# ---- block 1 ----
[src/rtl/mem_req_arbiter.sv]
// Two-client memory request arbiter with in-order response routing via a tracking FIFO.
// Optional: define MEM_REQ_ARBITER_FIXED_PRIO_EN for fixed priority (client 0 wins ties).
module mem_req_arbiter #(
    parameter int unsigned p_req_bits  = 74,
    parameter int unsigned p_resp_bits = 74,
    parameter int unsigned p_depth     = 4
) (
    input  logic                      clk,
    input  logic                      rst,
    input  logic [1:0]                c_req_val,
    output logic [1:0]                c_req_rdy,
    input  logic [2*p_req_bits-1:0]   c_req_msg,
    output logic [1:0]                c_resp_val,
    input  logic [1:0]                c_resp_rdy,
    output logic [p_resp_bits-1:0]    c_resp_msg,
    output logic                      mem_req_val,
    input  logic                      mem_req_rdy,
    output logic [p_req_bits-1:0]     mem_req_msg,
    input  logic                      mem_resp_val,
    output logic                      mem_resp_rdy,
    input  logic [p_resp_bits-1:0]    mem_resp_msg
);

    localparam int unsigned PtrW = (p_depth > 1) ? $clog2(p_depth) : 1;
    localparam int unsigned CntW = PtrW + 1;

    logic               win_c;
    logic [1:0]         grant_c;
    logic               full_c;
    logic               empty_c;
    logic               push_c;
    logic               pop_c;
    logic               head_c;

    logic [p_depth-1:0] id_q,     id_d;
    logic [PtrW-1:0]    wr_ptr_q, wr_ptr_d;
    logic [PtrW-1:0]    rd_ptr_q, rd_ptr_d;
    logic [CntW-1:0]    count_q,  count_d;

`ifdef MEM_REQ_ARBITER_FIXED_PRIO_EN
    // Client 1 only wins when client 0 is idle.
    assign win_c = ~c_req_val[0];
`else
    logic prio_q, prio_d;

    // On a tie the pointer picks; otherwise the sole valid client wins.
    assign win_c  = (&c_req_val) ? prio_q : c_req_val[1];
    assign prio_d = push_c ? ~win_c : prio_q;

    always_ff @(posedge clk) begin
        if (!rst) begin
            prio_q <= 1'b0;
        end else begin
            prio_q <= prio_d;
        end
    end
`endif

    assign grant_c = c_req_val & (win_c ? 2'b10 : 2'b01);
    assign full_c  = (count_q == CntW'(p_depth));
    assign empty_c = (count_q == '0);

    assign mem_req_val = (|c_req_val) & ~full_c;
    assign mem_req_msg = win_c ? c_req_msg[p_req_bits +: p_req_bits]
                               : c_req_msg[0 +: p_req_bits];
    assign c_req_rdy   = grant_c & {2{mem_req_rdy & ~full_c}};
    assign push_c      = mem_req_val & mem_req_rdy;

    // Responses return in order, so the FIFO head names the owner.
    assign head_c       = id_q[rd_ptr_q];
    assign c_resp_val   = {head_c, ~head_c} & {2{mem_resp_val & ~empty_c}};
    assign c_resp_msg   = mem_resp_msg;
    assign mem_resp_rdy = ~empty_c & c_resp_rdy[head_c];
    assign pop_c        = mem_resp_val & mem_resp_rdy;

    always_comb begin
        id_d     = id_q;
        wr_ptr_d = wr_ptr_q;
        rd_ptr_d = rd_ptr_q;
        count_d  = count_q;
        if (push_c) begin
            id_d[wr_ptr_q] = win_c;
            wr_ptr_d       = wr_ptr_q + PtrW'(1);
        end
        if (pop_c) begin
            rd_ptr_d = rd_ptr_q + PtrW'(1);
        end
        case ({push_c, pop_c})
            2'b10:   count_d = count_q + CntW'(1);
            2'b01:   count_d = count_q - CntW'(1);
            default: count_d = count_q;
        endcase
    end

    always_ff @(posedge clk) begin
        if (!rst) begin
            id_q     <= '0;
            wr_ptr_q <= '0;
            rd_ptr_q <= '0;
            count_q  <= '0;
        end else begin
            id_q     <= id_d;
            wr_ptr_q <= wr_ptr_d;
            rd_ptr_q <= rd_ptr_d;
            count_q  <= count_d;
        end
    end

endmodule

[config.mk]
export PLATFORM = sky130hd
export DESIGN_NAME = mem_req_arbiter
export DESIGN_NICKNAME = d
export VERILOG_FILES = /design/src/rtl/mem_req_arbiter.sv
export SDC_FILE = /design/constraint.sdc
export NUM_CORES = 1
export LEC_CHECK = 0
export CORE_AREA = 8 8 145 147
export DETAILED_ROUTE_END_ITERATION = 10
export DIE_AREA = 0 0 153 155
export PLACE_DENSITY_LB_ADDON = 0.08
export SYNTH_ARGS = -nofsm -noshare
export SYNTH_HDL_FRONTEND = slang
export SYNTH_SLANG_ARGS = --single-unit
[constraint.sdc]
create_clock -name clk -period 4.15 [get_ports clk]
set_input_delay 1.245 -clock clk [delete_from_list [all_inputs] [get_ports clk]]
set_output_delay 1.245 -clock clk [all_outputs]
set_load 0.1 [all_outputs]
# ---- block 2 ----
===== src/rtl/vend_arbiter.sv =====
// Purpose : front end for one Vending core; loads prices after reset, then shares the core
//           between two panels with round-robin arbitration and returns each result.
// Latency : grant 1 cycle after req sampled, core word 1 cycle later, done 2 edges after response.
// Backpres: panels hold req until done; the core gets TIMEOUT cycles, then money is refunded.
// Ports   : clk/rst; per panel reqN, miN, selN, reN in and gntN, doneN out; shared result
//           res_mo/res_po/res_to (valid with done); core_di/mi/sel/re out, core_mo/po in.
module vend_arbiter #(
  parameter int          PRODUCTNUM = 3,
  parameter logic [7:0]  PRICE0     = 8'd10,
  parameter logic [7:0]  PRICE1     = 8'd15,
  parameter logic [7:0]  PRICE2     = 8'd20,
  parameter int          TIMEOUT    = 16
) (
  input  logic       clk,
  input  logic       rst,
  input  logic       req0,
  input  logic       req1,
  input  logic [7:0] mi0,
  input  logic [7:0] mi1,
  input  logic [1:0] sel0,
  input  logic [1:0] sel1,
  input  logic       re0,
  input  logic       re1,
  output logic       gnt0,
  output logic       gnt1,
  output logic       done0,
  output logic       done1,
  output logic [7:0] res_mo,
  output logic [1:0] res_po,
  output logic       res_to,
  output logic [7:0] core_di,
  output logic [7:0] core_mi,
  output logic [1:0] core_sel,
  output logic       core_re,
  input  logic [7:0] core_mo,
  input  logic [1:0] core_po
);

  typedef enum logic [2:0] {S_LOAD, S_IDLE, S_ISSUE, S_WAIT, S_DONE} state_t;

  state_t     state;
  logic [1:0] ld_cnt;
  logic       rr;        // panel favoured when both request
  logic       owner;
  logic [7:0] l_mi;
  logic [1:0] l_sel;
  logic       l_re;
  logic [7:0] to_cnt;
  logic [7:0] c_mo;      // result captured in WAIT, presented in the done cycle
  logic [1:0] c_po;
  logic       c_to;

  logic pick;
  assign pick = (req0 && req1) ? rr : req1;

  function automatic logic [7:0] price(input logic [1:0] idx);
    case (idx)
      2'd0:    price = PRICE0;
      2'd1:    price = PRICE1;
      default: price = PRICE2;
    endcase
  endfunction

  always_ff @(posedge clk or posedge rst) begin
    if (rst) begin
      state    <= S_LOAD;
      ld_cnt   <= 2'd0;
      rr       <= 1'b0;
      owner    <= 1'b0;
      l_mi     <= 8'd0;
      l_sel    <= 2'd0;
      l_re     <= 1'b0;
      to_cnt   <= 8'd0;
      c_mo     <= 8'd0;
      c_po     <= 2'd0;
      c_to     <= 1'b0;
      gnt0     <= 1'b0;
      gnt1     <= 1'b0;
      done0    <= 1'b0;
      done1    <= 1'b0;
      res_mo   <= 8'd0;
      res_po   <= 2'd0;
      res_to   <= 1'b0;
      core_di  <= 8'd0;
      core_mi  <= 8'd0;
      core_sel <= 2'd0;
      core_re  <= 1'b0;
    end else begin
      // Pulses and the core word are single-cycle unless a state re-drives them.
      done0    <= 1'b0;
      done1    <= 1'b0;
      res_mo   <= 8'd0;
      res_po   <= 2'd0;
      res_to   <= 1'b0;
      core_di  <= 8'd0;
      core_mi  <= 8'd0;
      core_sel <= 2'd0;
      core_re  <= 1'b0;
      case (state)
        S_LOAD: begin
          if (ld_cnt == 2'(PRODUCTNUM)) begin
            state <= S_IDLE;
          end else begin
            core_di <= price(ld_cnt);
            ld_cnt  <= ld_cnt + 2'd1;
          end
        end
        S_IDLE: begin
          // Previous owner's grant ends here (its done cycle); a new one may start at once.
          gnt0 <= 1'b0;
          gnt1 <= 1'b0;
          if (req0 || req1) begin
            owner <= pick;
            gnt0  <= ~pick;
            gnt1  <= pick;
            l_mi  <= pick ? mi1  : mi0;
            l_sel <= pick ? sel1 : sel0;
            l_re  <= pick ? re1  : re0;
            state <= S_ISSUE;
          end
        end
        S_ISSUE: begin
          core_mi  <= l_mi;
          core_sel <= l_sel;
          core_re  <= l_re;
          to_cnt   <= 8'd0;
          state    <= S_WAIT;
        end
        S_WAIT: begin
          if (core_po != 2'd0 || core_mo != 8'd0) begin
            c_mo  <= core_mo;
            c_po  <= core_po;
            c_to  <= 1'b0;
            state <= S_DONE;
          end else if (to_cnt == 8'(TIMEOUT - 1)) begin
            c_mo  <= l_mi;  // refund the inserted amount
            c_po  <= 2'd0;
            c_to  <= 1'b1;
            state <= S_DONE;
          end else begin
            to_cnt <= to_cnt + 8'd1;
          end
        end
        S_DONE: begin
          done0  <= ~owner;
          done1  <= owner;
          res_mo <= c_mo;
          res_po <= c_po;
          res_to <= c_to;
          rr     <= ~owner;  // favour the other panel next time
          state  <= S_IDLE;
        end
        default: state <= S_LOAD;
      endcase
    end
  end

endmodule


===== config.mk =====
export PLATFORM = sky130hd
export DESIGN_NAME = vend_arbiter
export DESIGN_NICKNAME = d
export VERILOG_FILES = /design/src/rtl/vend_arbiter.sv
export SDC_FILE = /design/constraint.sdc
export NUM_CORES = 1
export LEC_CHECK = 0
export ABC_AREA = 1
export CORE_UTILIZATION = 53
export DETAILED_ROUTE_END_ITERATION = 10
export GPL_ROUTABILITY_DRIVEN = 0
export PLACE_DENSITY_LB_ADDON = 0.3
export SETUP_SLACK_MARGIN = 0.02
export SYNTH_ARGS = -nofsm -noshare
export SYNTH_HDL_FRONTEND = slang
export SYNTH_SLANG_ARGS = --single-unit
export TNS_END_PERCENT = 1

===== constraint.sdc =====
create_clock -name clk -period 5 [get_ports clk]
set_clock_uncertainty 0.05 [all_clocks]
set_input_delay 1.5 -clock clk [delete_from_list [all_inputs] [get_ports clk]]
set_output_delay 1.5 -clock clk [all_outputs]
set_load 0.02 [all_outputs]

# ---- block 3 ----
### src/rtl/add_unit.sv
// add_unit: saturating unsigned adder for path-metric update.
//
// Adds an unsigned branch metric to an unsigned path metric and clamps the
// result to all-ones when the true sum does not fit in W bits. The result is
// registered with a single cycle of latency and accepted every cycle.
//
// Ports
//   i_clk    : clock, all state updates on the rising edge
//   i_rst_n  : synchronous active-low reset, overrides i_valid
//   i_valid  : i_BM/i_PM carry a valid operand pair this cycle
//   i_BM     : branch metric, unsigned, W bits
//   i_PM     : path metric, unsigned, W bits
//   o_valid  : i_valid delayed by one cycle
//   o_PM     : saturated sum, held while no new valid pair arrives
//   o_sat    : result was clamped (true sum strictly above 2^W-1)
module add_unit #(
  parameter int W = 2
) (
  input  logic         i_clk,
  input  logic         i_rst_n,
  input  logic         i_valid,
  input  logic [W-1:0] i_BM,
  input  logic [W-1:0] i_PM,
  output logic         o_valid,
  output logic [W-1:0] o_PM,
  output logic         o_sat
);

  // Largest representable result, widened to the sum width for comparison.
  localparam logic [W:0] SUM_MAX = {1'b0, {W{1'b1}}};

  // A sum of exactly 2^W-1 fits, so it is passed through and not flagged.
  function automatic logic is_over(input logic [W:0] s);
    return (s > SUM_MAX);
  endfunction

  function automatic logic [W-1:0] sat_clamp(input logic [W:0] s);
    return is_over(s) ? {W{1'b1}} : s[W-1:0];
  endfunction

  logic [W:0]   sum_p0;
  logic         vld_p1;
  logic [W-1:0] pm_p1;
  logic         sat_p1;

  // Stage p0: full-precision sum, one extra bit so no carry is lost.
  assign sum_p0 = {1'b0, i_BM} + {1'b0, i_PM};

  // Stage p1: output registers; data only loads on a valid pair.
  always_ff @(posedge i_clk) begin
    if (!i_rst_n) begin
      vld_p1 <= 1'b0;
      pm_p1  <= '0;
      sat_p1 <= 1'b0;
    end else begin
      vld_p1 <= i_valid;
      if (i_valid) begin
        pm_p1  <= sat_clamp(sum_p0);
        sat_p1 <= is_over(sum_p0);
      end
    end
  end

  assign o_valid = vld_p1;
  assign o_PM    = pm_p1;
  assign o_sat   = sat_p1;

endmodule

### config.mk
export PLATFORM = sky130hd
export DESIGN_NAME = add_unit
export DESIGN_NICKNAME = d
export VERILOG_FILES = /design/src/rtl/add_unit.sv
export SDC_FILE = /design/constraint.sdc
export NUM_CORES = 1
export LEC_CHECK = 0
export CAP_MARGIN = 40
export CORE_AREA = 2 2 39 41
export DETAILED_ROUTE_END_ITERATION = 8
export DIE_AREA = 0 0 41 43
export SYNTH_ARGS = -nofsm -noshare
export SYNTH_HDL_FRONTEND = slang
export SYNTH_SLANG_ARGS = --single-unit
### constraint.sdc
create_clock -name i_clk -period 1.4 [get_ports i_clk]
set_input_delay 0.21 -clock i_clk [delete_from_list [all_inputs] [get_ports i_clk]]
set_output_delay 0.21 -clock i_clk [all_outputs]
set_load 0.02 [all_outputs]
# ---- block 4 ----
$ cat src/rtl/jk_reg_bank_if.sv
// Bus bundle for jk_reg_bank: control/data inputs from the master and the
// registered channel state returned by the bank.
interface jk_reg_bank_if #(
  parameter int WIDTH = 8
);
  logic             en;
  logic [1:0]       mode;
  logic [WIDTH-1:0] j;
  logic [WIDTH-1:0] k;
  logic [WIDTH-1:0] d;
  logic [WIDTH-1:0] q;
  logic [WIDTH-1:0] qbar;
  logic             tc;
  logic             chg;

  // No valid/ready: every rising edge with en high is a transfer, en low holds.
  modport master (
    output en, mode, j, k, d,
    input  q, qbar, tc, chg
  );

  modport slave (
    input  en, mode, j, k, d,
    output q, qbar, tc, chg
  );
endinterface

$ cat src/rtl/jk_reg_bank.sv
// Bank of WIDTH JK channels that can also be parallel-loaded, counted as a
// binary word or shifted left, with terminal-count and change flags.
module jk_reg_bank #(
  parameter int             WIDTH   = 8,
  parameter logic [WIDTH-1:0] RST_VAL = '0
) (
  input logic          clk,
  input logic          rst,
  jk_reg_bank_if.slave bus
);

  typedef enum logic [1:0] {
    MODE_JK    = 2'b00,
    MODE_LOAD  = 2'b01,
    MODE_COUNT = 2'b10,
    MODE_SHIFT = 2'b11
  } mode_e;

  mode_e            mode;
  logic [WIDTH-1:0] q;
  logic [WIDTH-1:0] q_next;
  logic             tc;
  logic             tc_next;
  logic             chg;

  assign mode = mode_e'(bus.mode);

  always_comb begin
    q_next  = q;
    tc_next = 1'b0;
    case (mode)
      // set where j is high, keep where k is low; j&k high toggles
      MODE_JK:    q_next = (bus.j & ~q) | (~bus.k & q);
      MODE_LOAD:  q_next = bus.d;
      MODE_COUNT: begin
        q_next  = q + WIDTH'(1);
        tc_next = &q;
      end
      MODE_SHIFT: q_next = {q[WIDTH-2:0], bus.j[0]};
      default:    q_next = q;
    endcase
  end

  always_ff @(posedge clk) begin
    if (!rst) begin
      q   <= RST_VAL;
      tc  <= 1'b0;
      chg <= 1'b0;
    end else if (!bus.en) begin
      tc  <= 1'b0;
      chg <= 1'b0;
    end else begin
      q   <= q_next;
      tc  <= tc_next;
      chg <= (q_next != q);
    end
  end

  assign bus.q    = q;
  assign bus.qbar = ~q;
  assign bus.tc   = tc;
  assign bus.chg  = chg;

endmodule

$ cat src/flat_wrapper.sv
// flat-port wrapper written by rule: the top's interface ports become plain ports
module jk_reg_bank_flat 
#(
  parameter int             WIDTH   = 8,
  parameter logic [WIDTH-1:0] RST_VAL = '0
)
  (clk, rst, bus_en, bus_mode, bus_j, bus_k, bus_d, bus_q, bus_qbar, bus_tc, bus_chg);
  jk_reg_bank_if #(.WIDTH(WIDTH)) bus_i ();
  input logic clk;
  input logic rst;
  input wire logic [$bits(bus_i.en)-1:0] bus_en;
  input wire logic [$bits(bus_i.mode)-1:0] bus_mode;
  input wire logic [$bits(bus_i.j)-1:0] bus_j;
  input wire logic [$bits(bus_i.k)-1:0] bus_k;
  input wire logic [$bits(bus_i.d)-1:0] bus_d;
  output wire logic [$bits(bus_i.q)-1:0] bus_q;
  output wire logic [$bits(bus_i.qbar)-1:0] bus_qbar;
  output wire logic [$bits(bus_i.tc)-1:0] bus_tc;
  output wire logic [$bits(bus_i.chg)-1:0] bus_chg;
  assign bus_i.en = bus_en;
  assign bus_i.mode = bus_mode;
  assign bus_i.j = bus_j;
  assign bus_i.k = bus_k;
  assign bus_i.d = bus_d;
  assign bus_q = bus_i.q;
  assign bus_qbar = bus_i.qbar;
  assign bus_tc = bus_i.tc;
  assign bus_chg = bus_i.chg;
  jk_reg_bank #(.WIDTH(WIDTH), .RST_VAL(RST_VAL)) u_core (.clk(clk), .rst(rst), .bus(bus_i));
endmodule
$ cat config.mk
export PLATFORM = sky130hd
export DESIGN_NAME = jk_reg_bank_flat
export DESIGN_NICKNAME = d
export VERILOG_FILES = /design/src/rtl/jk_reg_bank_if.sv /design/src/rtl/jk_reg_bank.sv /design/src/flat_wrapper.sv
export SDC_FILE = /design/constraint.sdc
export NUM_CORES = 1
export LEC_CHECK = 0
export CORE_ASPECT_RATIO = 1.1
export CORE_MARGIN = 2
export CORE_UTILIZATION = 40
export DETAILED_ROUTE_END_ITERATION = 10
export PLACE_DENSITY = 0.76
export SETUP_SLACK_MARGIN = 0.2
export SYNTH_ARGS = -nofsm -noshare
export SYNTH_HDL_FRONTEND = slang
export SYNTH_SLANG_ARGS = --single-unit
$ cat constraint.sdc
create_clock -name clk -period 2.1 [get_ports clk]
set_clock_uncertainty 0.1 [all_clocks]
set_input_delay 0.21 -clock clk [delete_from_list [all_inputs] [get_ports clk]]
set_output_delay 0.21 -clock clk [all_outputs]
set_load 0.005 [all_outputs]
### The metal 3 layer, block 4

Scale: 6 px per um. Cells faint in the background.
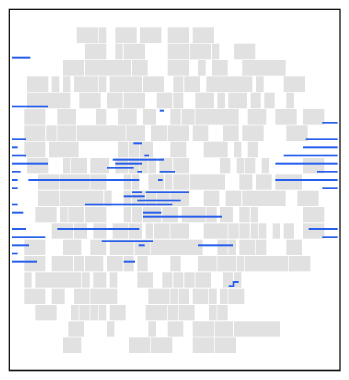
The wires run mostly horizontal. The longest straight run is 18.2 um.
DR vias: 1392
WL final: 3510 um
met3 usage: 2.50%

==> results.txt, block 4 <==
outcome = completed
cycle use final = 85.7%
register area share after synthesis = 17.6%
Synth Register Bits = 10
synth warn = 0
initial drt markers = 67
M1 WL = 1540 um
Layout area overhead = 53.2%
Reg-to-Reg Start = u_core.bus.q[3]
Largest logic family = AND-OR/OR-AND gates
fin crit period = 1800 ps
yosys stat area = 1140 sq um
M1 GR Usage = 30.6%
# rows = 20
share of layout cells above drive strength 1 = 22.9%
Met3 Routed Length = 211 um
# port buffers = 46
vias in the first global route = 1281
CP max stage delay = 490 ps
worst path cell trace = inv_2 > or3_1 > a31oi_1 > a32o_2 > nor4b_4 > a41oi_2
post-synthesis instance total = 158
post-synthesis net count = 188
# H-tree levels = 1
top cells by count = nand2_1, o21ai_0, nor2_1
most frequent cells in the layout = clkdlybuf4s50_1, nand2_1, buf_4, o21ai_0, nor2_1
GR Overflow Total = 0
==> block 4: state kept, by name (all words and copies together), names as in the netlist <==
signal          flops
u_core.bus.chg      1
u_core.bus.q        8
u_core.bus.tc       1
==> block 4: power breakdown <==
group / internal [mW] / switching [mW]
logic: 0.178 / 0.138
clock network: 0.0663 / 0.0730
registers: 0.203 / 0.0208
total: 0.447 / 0.232
==> block 4: final cells by class <==
cell class	count	area [sq um]	share of cell area (%)
timing repair buffer	66	616	35.3
tap	33	41.3	2.37
sequential	10	205	11.8
multi-input combinational	123	813	46.6
inverter	12	46.3	2.65
clock buffer	3	22.5	1.29
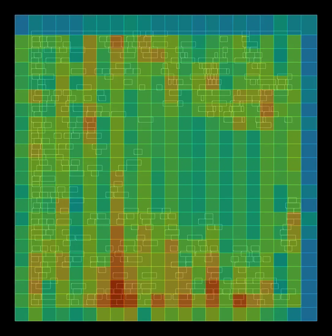
*Congestion heat map, block 1*
M1 GR Usage: 8.63%
busiest grt layer: met2
met3 usage: 5.88%
Final Core Density: 27.5%
mean routed wirelength per cell: 18.5 um

==> results.txt, block 1 <==
iteration tally of the first detailed-router pass = 2
Setup TNS = 0 ps
DR vias = 2215
# hold bufs at CTS = 0
bufs w/o clock = 245
register area share after synthesis = 10.9%
Max Slew Vio Count = 0
WL met2 = 6390 um
R2R cell count = 10
crit path max fanout = 16
# IOs = 384
worst r2r dst = count_q[2]
most frequent logic cell in the layout = clkdlybuf4s50_1
combinational power share = 79.4%
r2r setup slk = 1700 ps
MUX area fraction = 43.5%
largest net degree at the start of global routing = 21
post-placement cell count = 637
max reg flops = 4
Setup WS pre-CTS = 60.8 ps
# H-tree levels = 1
CTS Sinks = 12
# port buffers = 235
Top Registers = id_q: 4 flops, count_q: 3 flops
outcome = completed
M1 WL = 3700 um
most frequent cells in the layout = clkdlybuf4s50_1, buf_12, mux2_2, mux2_1, dfxtp_1
Peak VDD IR = 126 uV
Worst Setup SP = c_req_val[0]
Synth Area in Adders = 3.76%
DRT antenna net count = 0
# nets final = 640
Yosys Instances = 236
biggest area consumer among synthesized cells = buf_4
Worst Setup End Kind = output pin
fp util = 11.6%
Comb area share = 24.9%
[block 1: power by group through the flow]
stage	Combinational, mW	Sequential (mW)	Clock (mW)
after CTS	1.20	0.139	0.175
after global placement	1.20	0.141	0
after floorplan	1.02	0.138	0
final	1.19	0.139	0.170
after detailed placement	1.20	0.141	0
after global routing	1.23	0.140	0.183
[block 1: worst reg2reg max path, cell delays in order (launching register included)]
cell and delay (ps):
dfxtp_1 390, mux2i_1 310, mux2_2 240, mux2i_1 110, nor2_1 110, ha_1 190, inv_1 60, fa_1 380
xor2_1 160, or3_1 300, a21oi_1 130
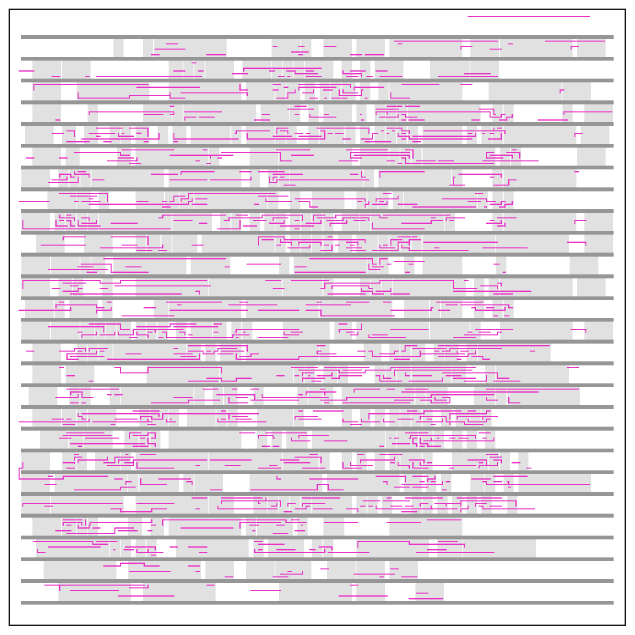
*The metal 1 layer, block 2*
Scale: 8 px per um. Supply wires on this layer in gray. Cells faint in the background.
The layer holds 42% of the routed length. 405 nets have wire on it. The longest straight run is 18.4 um. The wires run mostly horizontal. The layer carries 2540 um of wire.
DR vias: 2395
WL final: 6030 um
M1 GR Usage: 27.1%

==> results.txt, block 2 <==
outcome = completed
top-count cell post-synth = nand2_1
Inserted Clock Buffers = 9
top cells by count = nand2_1, nor2_1, dfrtp_1
Worst Setup SP = req0
number of enable flip-flop cells = 0
post-placement cell count = 482
Bufs on Longest Clock Path = 2
FMAX = 0.334 GHz
Yosys Instances = 355
core footprint = 5240 sq um
Stages on worst setup path = 8
Hold Slack = 378 ps
switching power total = 0.635 mW
clk ins delay skew pair = 330 ps
Tightest Hold Check Type = reg -> reg
Mapped Area = 2970 sq um
block 2: area by class of cell:
type | instances | area (sq um)
timing repair buffer | 67 | 668
tap | 70 | 87.6
sequential | 67 | 1680
multi-input combinational | 223 | 1020
inverter | 55 | 206
clock buffer | 11 | 151
clock inverter | 5 | 37.5
fill | 377 | 1390
block 2: sequential cells by signal, indices dropped and copies added, names as in the netlist, 2 cells and up:
name and flops:
c_mo 8, c_po 2, core_di 4, core_mi 8, core_sel 2, l_mi 8
l_sel 2, ld_cnt 2, res_mo 8, res_po 2, state 3, to_cnt 8
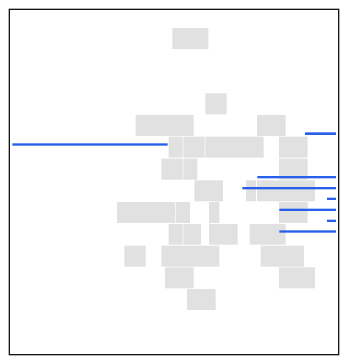
*The metal 3 layer, block 3*
Scale: 8 px per um. Cells faint in the background.
The layer carries 58.8 um of wire. The layer holds 16% of the routed length. 8 nets have wire on it. The wires run mostly horizontal. The longest straight run is 19.1 um.
DR vias: 150
met3 usage: 4.71%
WL final: 378 um

==> results.txt, block 3 <==
synth warn = 0
post-placement cell count = 41
fill cell count = 163
top-count cell post-synth = dfxtp_1
Simple-Gate Area Share = 13.0%
worst path required time = 1190 ps
Power Total = 0.333 mW
# port buffers = 10
post-synthesis net count = 24
tool warning count = 26
Placer Congestion = 0.548
# H-tree levels = 1
# rows = 14
relative slew slack = 85.4%
Final Hold Viols = 0
Setup TNS = 0 ps
outcome = completed
Post-route DRC = 0
Well Taps = 16
Top cell area share = 48.9%
iteration tally of the first detailed-router pass = 1
full die area = 1760 sq um
RSZ-0062 raised after global routing = no
Non-CTS inverters = 0
block 3: per-layer routing:
layer | GRT usage, % | vias to the layer above | part of all wire, %
met4 | 6.00 | 0 | 0
met5 | 0 | - | 0
met1 | 4.47 | 64 | 41
met2 | 6.88 | 8 | 44
li1 | - | 78 | -
met3 | 4.71 | 0 | 15
block 3: worst paths after layout:
kind,startpoint,end,slack [ps]
setup / recovery,o_sat,o_sat,40
hold / removal,i_BM[0],o_PM[0],400
setup reg to reg,o_PM[1],o_PM[1],780
hold reg to reg,o_sat,o_sat,520
block 3: registers in the layout, indices dropped and copies added (netlist names):
name,count
o_PM,2
o_sat,1
o_valid,1


## Gallery

I/O pins on the die edge.
shot_01.png
Scale: 6 px per um. Pins as bars across the die edge, other pins in gray.
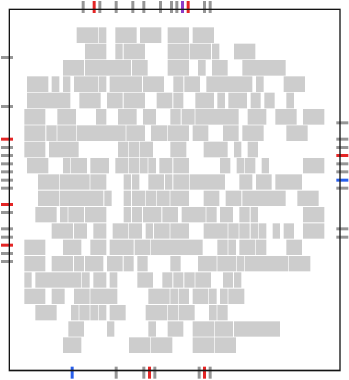
shot_02.png
Scale: 8 px per um. Pins as bars across the die edge, other pins in gray.
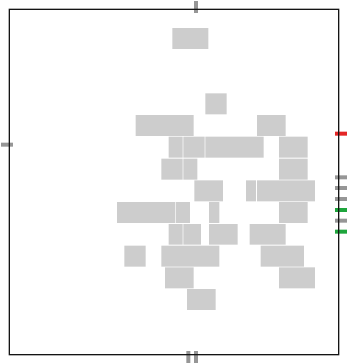
shot_03.png
Scale: 4 px per um. Pins as bars across the die edge, other pins in gray.
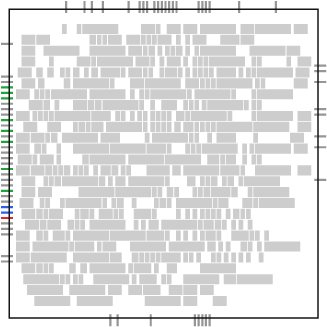
| from | picture |
|---|---|
| block 3 | shot_02.png |
| block 2 | shot_03.png |
| block 4 | shot_01.png |
- most pins: shot_03.png


## Gallery

Congestion heat map.
Plate I
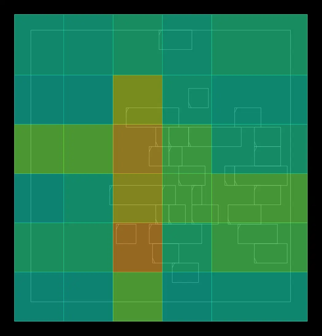
Plate II
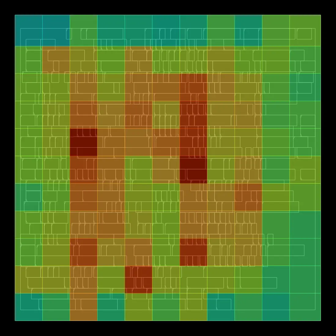
Plate III
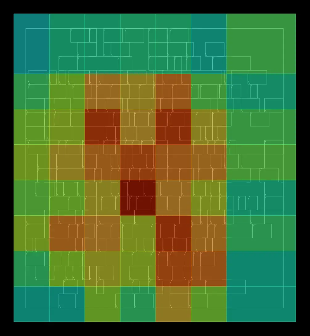
| picture | from |
|---|---|
| Plate I | block 3 |
| Plate III | block 4 |
| Plate II | block 2 |
Of these, most wire per cell: Plate III

Power and IR drop assume default switching activity.
